######## block 1 ########
Figure 1. Routed metal, one color a layer (block 1).
(4 px per um)
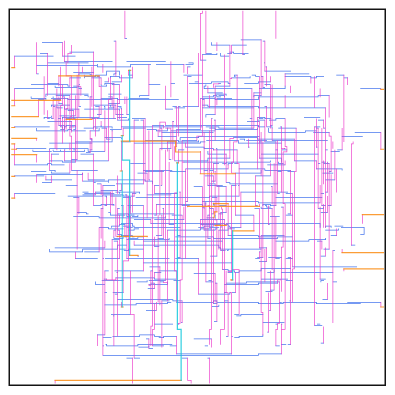
Figure 2. Ports around the boundary (block 1).
(3 px per um) Pins as bars across the die edge, other pins in gray.
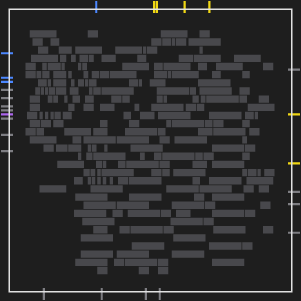
Figure 3. Track usage over the die (block 1).
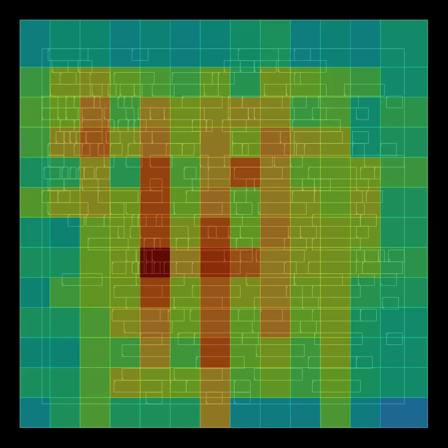
[config.mk]
export PLATFORM = sky130hd
export DESIGN_NAME = fifo_pause
export DESIGN_NICKNAME = d
export VERILOG_FILES = /design/src/rtl/fifo_pause.sv
export SDC_FILE = /design/constraint.sdc
export NUM_CORES = 1
export LEC_CHECK = 0
export CORE_MARGIN = 5
export CORE_UTILIZATION = 41
export DETAILED_ROUTE_END_ITERATION = 8
export GPL_ROUTABILITY_DRIVEN = 0
export SLEW_MARGIN = 10
export SYNTH_ARGS = -nofsm -noshare
export SYNTH_HDL_FRONTEND = slang
export SYNTH_SLANG_ARGS = --single-unit
export TNS_END_PERCENT = 50
[constraint.sdc]
create_clock -name clk -period 4.85 [get_ports clk]
set_input_delay 1.2125 -clock clk [delete_from_list [all_inputs] [get_ports clk]]
set_output_delay 1.2125 -clock clk [all_outputs]
set_load 0.03 [all_outputs]
[src/rtl/fifo_pause.sv]
// Synchronous FIFO with registered pop data, occupancy count and flow-control flags.
// almost_full is the pause signal back to the producer; error latches any overflow/underflow.
module fifo_pause #(
  parameter int DATA_WIDTH   = 6,
  parameter int ADDR_WIDTH   = 3,
  parameter int ALMOST_FULL  = 6,
  parameter int ALMOST_EMPTY = 1
) (
  input  logic                  clk,
  input  logic                  reset_L,
  input  logic [DATA_WIDTH-1:0] data_in,
  input  logic                  push,
  input  logic                  pop,
  output logic [DATA_WIDTH-1:0] data_out,
  output logic                  valid_out,
  output logic                  full,
  output logic                  empty,
  output logic                  almost_full,
  output logic                  almost_empty,
  output logic                  error,
  output logic [ADDR_WIDTH:0]   count
);

  localparam int DEPTH = 2 ** ADDR_WIDTH;
  localparam logic [ADDR_WIDTH:0] DEPTH_LVL = (ADDR_WIDTH + 1)'(DEPTH);
  localparam logic [ADDR_WIDTH:0] AF_LVL    = (ADDR_WIDTH + 1)'(ALMOST_FULL);
  localparam logic [ADDR_WIDTH:0] AE_LVL    = (ADDR_WIDTH + 1)'(ALMOST_EMPTY);

  logic [DATA_WIDTH-1:0] mem [DEPTH];
  logic [ADDR_WIDTH-1:0] wr_ptr;
  logic [ADDR_WIDTH-1:0] rd_ptr;
  logic                  rd_ok;
  logic                  wr_ok;
  logic                  overflow;
  logic                  underflow;

  assign full         = (count == DEPTH_LVL);
  assign empty        = (count == '0);
  assign almost_full  = (count >= AF_LVL);
  assign almost_empty = (count <= AE_LVL);

  // A pop frees a slot in the same edge, so a full FIFO still accepts push+pop.
  assign rd_ok     = pop && !empty;
  assign wr_ok     = push && (!full || rd_ok);
  assign overflow  = push && full && !pop;
  assign underflow = pop && empty;

  // NOTE: the storage array has no reset; its contents are meaningless until
  // written, and leaving it out keeps it mappable to plain flops or RAM.
  always_ff @(posedge clk) begin
    if (wr_ok) mem[wr_ptr] <= data_in;
  end

  // NOTE: all state here uses non-blocking assignments so every register sees
  // the pre-edge values of the others, regardless of statement order.
  always_ff @(posedge clk or negedge reset_L) begin
    if (!reset_L) begin
      wr_ptr    <= '0;
      rd_ptr    <= '0;
      count     <= '0;
      data_out  <= '0;
      valid_out <= 1'b0;
      error     <= 1'b0;
    end else begin
      valid_out <= rd_ok;
      if (rd_ok) begin
        data_out <= mem[rd_ptr];
        rd_ptr   <= rd_ptr + 1'b1;
      end
      if (wr_ok) wr_ptr <= wr_ptr + 1'b1;
      case ({wr_ok, rd_ok})
        2'b10:   count <= count + 1'b1;
        2'b01:   count <= count - 1'b1;
        default: count <= count;
      endcase
      if (overflow || underflow) error <= 1'b1;
    end
  end

endmodule

==> impl_metrics.env <==
# yosys + openroad results
export IMPL_outcome="complete, no violations"
export IMPL_comb_area_um2=876
export IMPL_worstSetupPathType="reg -> out"
export IMPL_register_area_um2=1890
export IMPL_io_pins=26
export IMPL_placed_area_um2=3180
export IMPL_fmax_ghz=0.286
export IMPL_drt_initial_drc_count=71
export IMPL_power_frac_comb=0.372
export IMPL_ff_type="edfxtp_1"
export IMPL_nFlopsAndLatches=66
export IMPL_vias_per_cell=4.96
export IMPL_final_hold_viol_count=0
export IMPL_grt_pass1_vias=1700
export IMPL_cts_root_buf="clkbuf_8"
export IMPL_cpMaxStageDelayCell="clkdlybuf4s50_1"
export IMPL_largest_cell_class="flip-flops and latches"
export IMPL_n_antenna_cell=0
export IMPL_most_common_layout_cells="edfxtp_1, mux2i_1, clkdlybuf4s50_1"
export IMPL_inv_count=10
export IMPL_ctsHoldBuffers=0
export IMPL_edf_count=48
export IMPL_setup_ws_ns=1.35
export IMPL_reg2reg_from="count[1]$_DFFE_PN0P_"
export IMPL_htreeDepth=3
export IMPL_comb_share=0.256
export IMPL_syn_area_per_cell_um2=14.1
export IMPL_r2r_end="mem[1][1]$_DFFE_PP_"
export IMPL_hold_path_depth=1
export IMPL_dp_cells=315
Notes on Figure 1 above:
Key: blue = met1 [wire length 2410 um]; orange = met3 [wire length 186 um]; magenta = met2 [wire length 2850 um]; cyan = met4 [wire length 151 um]
Total GRT Usage: 0.143
routed wire length: 5600 um
routed via count: 1642
DR WL/cell: 16.9 um

Notes on Figure 2 above:
Key: blue = count [pins 4, direction output, edge 3 west, 1 north]; yellow = data_out [pins 6, direction output, edge 4 north, 2 east]; purple = full [pins 1, direction output, edge west]
All pins by edge: 11 west, 6 east, 5 north, 4 south.
Die X: 93.6 um
die height: 93.6 um
PortBufs: 25

Notes on Figure 3 above:
met2 Usage GRT: 0.235
met3 usage: 0.0257
Final Util: 0.504
Top Usage Layer GRT: met2


######## block 2 ########
Figure 4. Sequential cells grouped by signal name (block 2).
(3 px per um)
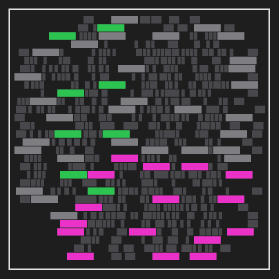
Figure 5. Ports around the boundary (block 2).
(3 px per um) Pins as bars across the die edge, other pins in gray.
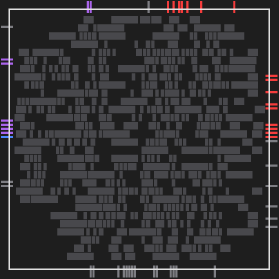
Figure 6. Nets reached from selected ports (block 2).
(4 px per um)
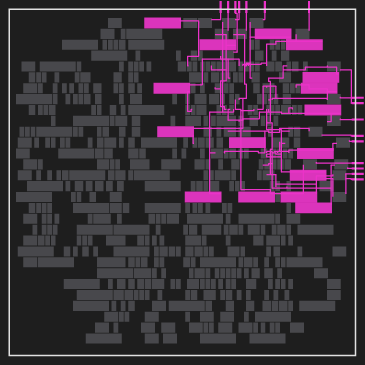
`src/rtl/rise_delay_monitor_pkg.sv`:
```
`default_nettype none
// ============================================================================
//  Module      : rdm_pkg
//  Description : Shared types and default widths for the rise-delay monitor.
//                rdm_state_e - monitor FSM states (IDLE, WAIT)
//                RDM_CNT_W   - default width of exp_dly and the cycle counter
//                RDM_STAT_W  - default width of the statistic counters
//  Revision    : 1.0 - initial release
// ============================================================================
package rdm_pkg;

    localparam int RDM_CNT_W  = 8;
    localparam int RDM_STAT_W = 16;

    typedef enum logic [0:0] {
        IDLE = 1'b0,
        WAIT = 1'b1
    } rdm_state_e;

endpackage : rdm_pkg
`default_nettype wire

```
`src/rtl/rise_delay_monitor_if.sv`:
```
`default_nettype none
// ============================================================================
//  Module      : rise_delay_monitor_if
//  Description : Bundles the monitored a/b pair, configuration and the
//                status/statistics outputs of rise_delay_monitor.
//                master : the environment (drives a_in, b_in, enable,
//                         exp_dly, clr_stats; observes results)
//                slave  : the monitor itself
//                Optional macro RDM_OVERLAP_CNT_EN adds ovl_cnt.
//  Revision    : 1.0 - initial release
// ============================================================================
interface rise_delay_monitor_if #(
    parameter int CNT_W  = 8,
    parameter int STAT_W = 16
);

    logic              enable;
    logic              a_in;
    logic              b_in;
    logic [CNT_W-1:0]  exp_dly;
    logic              clr_stats;
    logic              busy;
    logic              pass_pulse;
    logic              fail_pulse;
    logic [STAT_W-1:0] pass_cnt;
    logic [STAT_W-1:0] fail_cnt;

`ifdef RDM_OVERLAP_CNT_EN
    logic [STAT_W-1:0] ovl_cnt;

    modport master (
        output enable, a_in, b_in, exp_dly, clr_stats,
        input  busy, pass_pulse, fail_pulse, pass_cnt, fail_cnt, ovl_cnt
    );

    modport slave (
        input  enable, a_in, b_in, exp_dly, clr_stats,
        output busy, pass_pulse, fail_pulse, pass_cnt, fail_cnt, ovl_cnt
    );
`else
    modport master (
        output enable, a_in, b_in, exp_dly, clr_stats,
        input  busy, pass_pulse, fail_pulse, pass_cnt, fail_cnt
    );

    modport slave (
        input  enable, a_in, b_in, exp_dly, clr_stats,
        output busy, pass_pulse, fail_pulse, pass_cnt, fail_cnt
    );
`endif

endinterface : rise_delay_monitor_if
`default_nettype wire

```
`src/rtl/rise_delay_monitor_sat_cnt.sv`:
```
`default_nettype none
// ============================================================================
//  Module      : rdm_sat_cnt
//  Description : Saturating up-counter with synchronous clear. Clear wins
//                over increment; the count holds at all-ones.
//                clk, rst (async, active-high), i_inc, i_clr -> o_cnt
//  Revision    : 1.0 - initial release
// ============================================================================
module rdm_sat_cnt #(
    parameter int WIDTH = 16
) (
    input  wire logic             clk,
    input  wire logic             rst,
    input  wire logic             i_inc,
    input  wire logic             i_clr,
    output logic [WIDTH-1:0]      o_cnt
);

    logic [WIDTH-1:0] r_cnt;

    always_ff @(posedge clk or posedge rst) begin
        if (rst) begin
            r_cnt <= '0;
        end else if (i_clr) begin
            r_cnt <= '0;
        end else if (i_inc && (r_cnt != {WIDTH{1'b1}})) begin
            r_cnt <= r_cnt + 1'b1;
        end
    end

    assign o_cnt = r_cnt;

endmodule : rdm_sat_cnt
`default_nettype wire

```
`src/rtl/rise_delay_monitor.sv`:
```
`default_nettype none
// ============================================================================
//  Module      : rise_delay_monitor
//  Description : Checks that each rising edge of a_in is followed by a rising
//                edge of b_in exactly exp_dly cycles later (the rise of a is
//                cycle 0). Single-thread: rises of a while a check is in
//                flight are dropped. Emits registered pass/fail pulses and
//                saturating pass/fail statistics.
//  Ports       : clk  - clock, posedge sampling
//                rst  - asynchronous active-high reset
//                bus  - rise_delay_monitor_if.slave (enable, a_in, b_in,
//                       exp_dly, clr_stats in; busy, pass_pulse, fail_pulse,
//                       pass_cnt, fail_cnt out)
//  Options     : RDM_OVERLAP_CNT_EN - adds bus.ovl_cnt, a saturating count
//                of rises of a dropped while a check is in flight.
//  Revision    : 1.0 - initial release
// ============================================================================
module rise_delay_monitor
    import rdm_pkg::*;
#(
    parameter int CNT_W  = RDM_CNT_W,
    parameter int STAT_W = RDM_STAT_W
) (
    input  wire logic             clk,
    input  wire logic             rst,
    rise_delay_monitor_if.slave   bus
);

    rdm_state_e        r_state;
    logic [CNT_W-1:0]  r_cnt;
    logic [CNT_W-1:0]  r_dly;
    logic              r_a_q;
    logic              r_b_q;
    logic              r_busy;
    logic              r_pass_pulse;
    logic              r_fail_pulse;

    logic              w_rose_a;
    logic              w_rose_b;
    logic              w_start;
    logic              w_eval;

    // A level already high at the first edge after reset counts as a rise,
    // because the history registers reset to 0.
    assign w_rose_a = bus.a_in & ~r_a_q;
    assign w_rose_b = bus.b_in & ~r_b_q;

    // Zero-delay checks evaluate in the IDLE cycle itself; in WAIT the check
    // fires when the counter reaches the latched delay. A low enable in WAIT
    // aborts, so it also suppresses the evaluation.
    always_comb begin
        w_start = 1'b0;
        w_eval  = 1'b0;
        case (r_state)
            IDLE: begin
                w_start = bus.enable & w_rose_a & (bus.exp_dly != '0);
                w_eval  = bus.enable & w_rose_a & (bus.exp_dly == '0);
            end
            WAIT: begin
                w_eval  = bus.enable & (r_cnt == r_dly);
            end
            default: begin
                w_start = 1'b0;
                w_eval  = 1'b0;
            end
        endcase
    end

    always_ff @(posedge clk or posedge rst) begin
        if (rst) begin
            r_state      <= IDLE;
            r_cnt        <= '0;
            r_dly        <= '0;
            r_a_q        <= 1'b0;
            r_b_q        <= 1'b0;
            r_busy       <= 1'b0;
            r_pass_pulse <= 1'b0;
            r_fail_pulse <= 1'b0;
        end else begin
            r_a_q        <= bus.a_in;
            r_b_q        <= bus.b_in;
            r_pass_pulse <= w_eval &  w_rose_b;
            r_fail_pulse <= w_eval & ~w_rose_b;

            case (r_state)
                IDLE: begin
                    if (w_start) begin
                        r_dly   <= bus.exp_dly;
                        r_cnt   <= {{(CNT_W-1){1'b0}}, 1'b1};
                        r_state <= WAIT;
                        r_busy  <= 1'b1;
                    end
                end
                WAIT: begin
                    // exp_dly is not looked at here: the latched r_dly rules
                    // the whole check.
                    if (!bus.enable || (r_cnt == r_dly)) begin
                        r_state <= IDLE;
                        r_busy  <= 1'b0;
                    end else begin
                        r_cnt   <= r_cnt + 1'b1;
                    end
                end
                default: begin
                    r_state <= IDLE;
                    r_busy  <= 1'b0;
                end
            endcase
        end
    end

    assign bus.busy       = r_busy;
    assign bus.pass_pulse = r_pass_pulse;
    assign bus.fail_pulse = r_fail_pulse;

    // Statistics step on the registered pulse, so a clear in the cycle the
    // pulse is visible discards that pulse from the count.
    rdm_sat_cnt #(
        .WIDTH (STAT_W)
    ) u_pass_cnt (
        .clk   (clk),
        .rst   (rst),
        .i_inc (r_pass_pulse),
        .i_clr (bus.clr_stats),
        .o_cnt (bus.pass_cnt)
    );

    rdm_sat_cnt #(
        .WIDTH (STAT_W)
    ) u_fail_cnt (
        .clk   (clk),
        .rst   (rst),
        .i_inc (r_fail_pulse),
        .i_clr (bus.clr_stats),
        .o_cnt (bus.fail_cnt)
    );

`ifdef RDM_OVERLAP_CNT_EN
    // Any rise of a seen while in WAIT is dropped, including the one in the
    // evaluation cycle and one coinciding with an abort.
    logic w_drop;
    assign w_drop = (r_state == WAIT) & w_rose_a;

    rdm_sat_cnt #(
        .WIDTH (STAT_W)
    ) u_ovl_cnt (
        .clk   (clk),
        .rst   (rst),
        .i_inc (w_drop),
        .i_clr (bus.clr_stats),
        .o_cnt (bus.ovl_cnt)
    );
`endif

endmodule : rise_delay_monitor
`default_nettype wire

```
`src/flat_wrapper.sv`:
```
// flat-port wrapper written by rule: the top's interface ports become plain ports
module rise_delay_monitor_flat import rdm_pkg::*;
#(
    parameter int CNT_W  = RDM_CNT_W,
    parameter int STAT_W = RDM_STAT_W
)
  (clk, rst, bus_enable, bus_a_in, bus_b_in, bus_exp_dly, bus_clr_stats, bus_busy, bus_pass_pulse, bus_fail_pulse, bus_pass_cnt, bus_fail_cnt);
  rise_delay_monitor_if #(.CNT_W(CNT_W), .STAT_W(STAT_W)) bus_i ();
  input  wire logic clk;
  input  wire logic rst;
  input wire logic [$bits(bus_i.enable)-1:0] bus_enable;
  input wire logic [$bits(bus_i.a_in)-1:0] bus_a_in;
  input wire logic [$bits(bus_i.b_in)-1:0] bus_b_in;
  input wire logic [$bits(bus_i.exp_dly)-1:0] bus_exp_dly;
  input wire logic [$bits(bus_i.clr_stats)-1:0] bus_clr_stats;
  output wire logic [$bits(bus_i.busy)-1:0] bus_busy;
  output wire logic [$bits(bus_i.pass_pulse)-1:0] bus_pass_pulse;
  output wire logic [$bits(bus_i.fail_pulse)-1:0] bus_fail_pulse;
  output wire logic [$bits(bus_i.pass_cnt)-1:0] bus_pass_cnt;
  output wire logic [$bits(bus_i.fail_cnt)-1:0] bus_fail_cnt;
  assign bus_i.enable = bus_enable;
  assign bus_i.a_in = bus_a_in;
  assign bus_i.b_in = bus_b_in;
  assign bus_i.exp_dly = bus_exp_dly;
  assign bus_i.clr_stats = bus_clr_stats;
  assign bus_busy = bus_i.busy;
  assign bus_pass_pulse = bus_i.pass_pulse;
  assign bus_fail_pulse = bus_i.fail_pulse;
  assign bus_pass_cnt = bus_i.pass_cnt;
  assign bus_fail_cnt = bus_i.fail_cnt;
  rise_delay_monitor #(.CNT_W(CNT_W), .STAT_W(STAT_W)) u_core (.clk(clk), .rst(rst), .bus(bus_i));
endmodule
```
`config.mk`:
```
export PLATFORM = sky130hd
export DESIGN_NAME = rise_delay_monitor_flat
export DESIGN_NICKNAME = d
export VERILOG_FILES = /design/src/rtl/rise_delay_monitor_pkg.sv /design/src/rtl/rise_delay_monitor_if.sv /design/src/rtl/rise_delay_monitor_sat_cnt.sv /design/src/rtl/rise_delay_monitor.sv /design/src/flat_wrapper.sv
export SDC_FILE = /design/constraint.sdc
export NUM_CORES = 1
export LEC_CHECK = 0
export ABC_AREA = 1
export ABC_CLOCK_PERIOD_IN_PS = 2900
export CAP_MARGIN = 20
export CORE_UTILIZATION = 45
export CTS_CLUSTER_DIAMETER = 60
export DETAILED_ROUTE_END_ITERATION = 10
export HOLD_SLACK_MARGIN = 0.06
export PLACE_DENSITY = 0.69
export SYNTH_ARGS = -nofsm -noshare
export SYNTH_HDL_FRONTEND = slang
export SYNTH_SLANG_ARGS = --single-unit
```
`constraint.sdc`:
```
create_clock -name clk -period 2.9 [get_ports clk]
set_clock_uncertainty 0.1 [all_clocks]
set_input_delay 0.58 -clock clk [delete_from_list [all_inputs] [get_ports clk]]
set_output_delay 0.58 -clock clk [all_outputs]
set_load 0.02 [all_outputs]
```
==> impl_metrics.env <==
# yosys + openroad results
export IMPL_worstSetupPathType="reg -> out"
export IMPL_simple_gate_share=0.405
export IMPL_syn_area_per_cell_um2=7.15
export IMPL_p_leak_nw=1.79
export IMPL_syn_nets=463
export IMPL_cts_made_buffers=5
export IMPL_ctsHoldBuffers=0
export IMPL_end_kind="output pin"
export IMPL_ys_cells=446
export IMPL_cts_root_buf="clkbuf_8"
export IMPL_outcome="complete, no violations"
export IMPL_nFlopsAndLatches=54
export IMPL_synth_most_common_cell="nand2_1"
export IMPL_setup_ws_ns=0.796
export IMPL_clk_pin_slew_ns=0.10
export IMPL_grt_remaining_overflow=0
export IMPL_antenna_found_initial=0
export IMPL_crit_cells=1
export IMPL_swShare=0.281
export IMPL_synthArstFlopShare=1.00
export IMPL_syn_to_final_growth_pct=21.2
export IMPL_num_rows=30
export IMPL_pre_cts_slack_ns=0.783
export IMPL_synth_area_um2=3190
export IMPL_critPathCapture="bus_fail_cnt[2]"
export IMPL_dp_cells=585
export IMPL_drc=0
export IMPL_comb_area_um2=1620
export IMPL_comb_cells=337
export IMPL_register_area_um2=1350
export IMPL_hold_path_depth=2
export IMPL_slew_headroom=0.575
export IMPL_met1Wirelength_um=3440
export IMPL_finalSetupViolCount=0
export IMPL_ff_type="dfrtp_1"
export IMPL_wl_met3_um=266
export IMPL_placed_area_um2=3790
export IMPL_maxCapViolCount=0
export IMPL_reg2reg_depth=9
About Figure 4:
Key: green = u_core.r_cnt [flops 8]; magenta = u_core.u_pass_cnt.o_cnt [flops 16]
Another 30 sequential cells are not colored.
Seq/total area: 0.349
Final Util: 0.566
seq pwr: 839 uW

About Figure 5:
Key: red = bus_fail_cnt [pins 16, direction output, edge 9 east, 7 north]; blue = bus_b_in [pins 1, direction input, edge west]; purple = bus_exp_dly [pins 8, direction input, edge 6 west, 2 north]
All pins by edge: 15 east, 14 south, 10 west, 10 north.
die height: 86.2 um
PortBufs: 48
Die X: 86.2 um

About Figure 6:
Key: magenta = bus_fail_cnt [bits 16, direction output, end cells 16, buffers 16, wire 680 um]
I/O pin count: 49


######## block 3 ########
Figure 7. Routed metal, one color a layer (block 3).
(3 px per um)
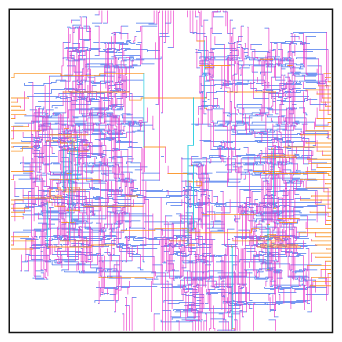
Figure 8. Nets reached from selected ports (block 3).
(3 px per um)
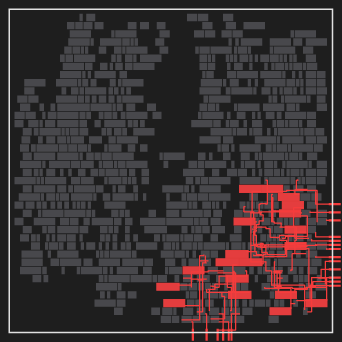
<file path="src/rtl/ram_word_rw.sv">
// Word-to-byte RAM adapter: one DATA_WIDTH word per request, moved as NBYTES
// little-endian byte accesses on a registered byte-wide RAM port.
// Latency: write rsp at cycle NBYTES+1, read rsp at NBYTES+READ_LATENCY+1 after accept.
// Backpressure: req_ready is high only in IDLE; requests are not queued.
// Optional feature: define RAM_WORD_RW_BYTE_MASK_EN to add the req_be write mask.
// Reset is synchronous, active low; a reset mid-transaction abandons it.

module ram_word_rw #(
  parameter int DATA_WIDTH   = 32,
  parameter int ADDR_WIDTH   = 19,
  parameter int READ_LATENCY = 1
) (
  input  logic                    clk,
  input  logic                    rst_n,
  input  logic                    req_valid,
  output logic                    req_ready,
  input  logic                    req_write,
  input  logic [ADDR_WIDTH-1:0]   req_addr,
  input  logic [DATA_WIDTH-1:0]   req_wdata,
`ifdef RAM_WORD_RW_BYTE_MASK_EN
  input  logic [DATA_WIDTH/8-1:0] req_be,
`endif
  output logic                    rsp_valid,
  output logic [DATA_WIDTH-1:0]   rsp_rdata,
  output logic                    busy,
  output logic [ADDR_WIDTH-1:0]   ram_address,
  output logic [7:0]              ram_writedata,
  output logic                    ram_write_enable,
  input  logic [7:0]              ram_readdata
);

  localparam int NBYTES = DATA_WIDTH / 8;
  localparam int IDX_W  = (NBYTES > 1) ? $clog2(NBYTES) : 1;
  localparam logic [IDX_W-1:0] LAST_IDX = IDX_W'(NBYTES - 1);

  typedef enum logic [1:0] {
    IDLE     = 2'd0,
    WR       = 2'd1,
    RD_ISSUE = 2'd2,
    RD_DRAIN = 2'd3
  } state_t;

  state_t state, state_nxt;

  // Per-byte enable of the incoming request; without the mask feature every byte is written.
  logic [NBYTES-1:0] req_mask;
`ifdef RAM_WORD_RW_BYTE_MASK_EN
  assign req_mask = req_be;
`else
  assign req_mask = '1;
`endif

  logic [DATA_WIDTH-1:0]   wdata_q;   // bytes still to be written, next one in [7:0]
  logic [NBYTES-1:0]       be_q;      // matching enables, next one in bit 0
  logic [IDX_W-1:0]        iss_idx;   // byte currently on the RAM port
  logic [IDX_W-1:0]        cap_idx;   // next read byte to be captured
  logic [READ_LATENCY-1:0] rd_pipe;   // marks cycles whose RAM address was a read
  logic [DATA_WIDTH-1:0]   rd_buf;    // partially assembled read word
  logic [DATA_WIDTH-1:0]   rd_buf_nxt;

  logic accept;
  logic iss_last;
  logic cap_vld;
  logic cap_last;

  // Next-state logic and handshake outputs.
  always_comb begin
    state_nxt = state;
    accept    = 1'b0;
    iss_last  = 1'b0;
    req_ready = 1'b0;
    busy      = 1'b1;
    cap_vld   = rd_pipe[READ_LATENCY-1];
    cap_last  = rd_pipe[READ_LATENCY-1] && (cap_idx == LAST_IDX);
    case (state)
      IDLE: begin
        req_ready = 1'b1;
        busy      = 1'b0;
        if (req_valid) begin
          accept    = 1'b1;
          state_nxt = req_write ? WR : RD_ISSUE;
        end
      end
      WR: begin
        if (iss_idx == LAST_IDX) begin
          iss_last  = 1'b1;
          state_nxt = IDLE;
        end
      end
      RD_ISSUE: begin
        if (iss_idx == LAST_IDX) begin
          iss_last  = 1'b1;
          state_nxt = RD_DRAIN;
        end
      end
      RD_DRAIN: begin
        // The final capture always lands here because READ_LATENCY >= 1.
        if (cap_last) begin
          state_nxt = IDLE;
        end
      end
      default: state_nxt = IDLE;
    endcase
  end

  // Read-word assembly: drop the arriving byte into its lane.
  always_comb begin
    rd_buf_nxt = rd_buf;
    if (cap_vld) begin
      rd_buf_nxt[{cap_idx, 3'b000} +: 8] = ram_readdata;
    end
  end

  // State register.
  always_ff @(posedge clk) begin
    if (!rst_n) begin
      state <= IDLE;
    end else begin
      state <= state_nxt;
    end
  end

  // Request capture and the registered byte-RAM port; the port holds its value while idle.
  always_ff @(posedge clk) begin
    if (!rst_n) begin
      ram_address      <= '0;
      ram_writedata    <= '0;
      ram_write_enable <= 1'b0;
      wdata_q          <= '0;
      be_q             <= '0;
      iss_idx          <= '0;
    end else if (accept) begin
      ram_address <= req_addr;
      iss_idx     <= '0;
      if (req_write) begin
        ram_writedata    <= req_wdata[7:0];
        ram_write_enable <= req_mask[0];
        wdata_q          <= req_wdata >> 8;
        be_q             <= req_mask >> 1;
      end else begin
        ram_write_enable <= 1'b0;
      end
    end else if (state == WR || state == RD_ISSUE) begin
      if (iss_last) begin
        ram_write_enable <= 1'b0;
      end else begin
        // Address arithmetic wraps naturally at 2^ADDR_WIDTH.
        ram_address <= ram_address + ADDR_WIDTH'(1);
        iss_idx     <= iss_idx + IDX_W'(1);
        if (state == WR) begin
          ram_writedata    <= wdata_q[7:0];
          ram_write_enable <= be_q[0];
          wdata_q          <= wdata_q >> 8;
          be_q             <= be_q >> 1;
        end
      end
    end
  end

  // Read-return tracking, byte capture and the completion pulse.
  always_ff @(posedge clk) begin
    if (!rst_n) begin
      rd_pipe   <= '0;
      cap_idx   <= '0;
      rd_buf    <= '0;
      rsp_rdata <= '0;
      rsp_valid <= 1'b0;
    end else begin
      rd_pipe[0] <= (state == RD_ISSUE);
      for (int k = 1; k < READ_LATENCY; k++) begin
        rd_pipe[k] <= rd_pipe[k-1];
      end
      rsp_valid <= ((state == WR) && iss_last) || cap_last;
      if (cap_vld) begin
        rd_buf  <= rd_buf_nxt;
        cap_idx <= cap_last ? '0 : cap_idx + IDX_W'(1);
        if (cap_last) begin
          rsp_rdata <= rd_buf_nxt;
        end
      end
    end
  end

endmodule

</file>
<file path="config.mk">
export PLATFORM = sky130hd
export DESIGN_NAME = ram_word_rw
export DESIGN_NICKNAME = d
export VERILOG_FILES = /design/src/rtl/ram_word_rw.sv
export SDC_FILE = /design/constraint.sdc
export NUM_CORES = 1
export LEC_CHECK = 0
export CAP_MARGIN = 10
export CORE_UTILIZATION = 46
export CTS_BUF_LIST = sky130_fd_sc_hd__clkbuf_2
export CTS_CLUSTER_DIAMETER = 50
export CTS_CLUSTER_SIZE = 30
export DETAILED_ROUTE_END_ITERATION = 7
export HOLD_SLACK_MARGIN = 0.12
export PLACE_DENSITY = 0.89
export SLEW_MARGIN = 20
export SYNTH_ARGS = -nofsm -noshare
export SYNTH_HDL_FRONTEND = slang
export SYNTH_SLANG_ARGS = --single-unit
</file>
<file path="constraint.sdc">
create_clock -name clk -period 2.05 [get_ports clk]
set_input_delay 0.3075 -clock clk [delete_from_list [all_inputs] [get_ports clk]]
set_output_delay 0.3075 -clock clk [all_outputs]
set_load 0.05 [all_outputs]
</file>
==> impl_metrics.env <==
# yosys + openroad results
export IMPL_outcome="complete, no violations"
export IMPL_ys_cells=600
export IMPL_reg2reg_depth=6
export IMPL_post_route_period_util=0.960
export IMPL_num_clock_buffers=17
export IMPL_simple_gate_share=0.196
export IMPL_powerComb_mw=3.05
export IMPL_hold_path_depth=3
export IMPL_r2r_end="ram_address[17]$_SDFFE_PN0P_"
export IMPL_whs_ns=0.200
export IMPL_cpPeakStageDelay_ns=0.53
export IMPL_dp_hpwl_um=9500
export IMPL_ff_type="dfxtp_1"
export IMPL_drv_slew=0
export IMPL_chipWidth_um=107
export IMPL_power_frac_comb=0.404
export IMPL_skew_ns=0.0395
export IMPL_cts_tree="built"
## Picture notes: Figure 7
Key: blue = met1 [wire length 5670 um]; orange = met3 [wire length 893 um]; magenta = met2 [wire length 6870 um]; cyan = met4 [wire length 282 um]
routed wire length: 13700 um
Total GRT Usage: 0.245
DR WL/cell: 15.6 um
routed via count: 4974

## Picture notes: Figure 8
Key: red = ram_address [bits 19, direction output, end cells 19, buffers 19, wire 848 um]
I/O pin count: 126
PortBufs: 125


Power figures rest on the tool's default switching activity, not on a simulated workload.
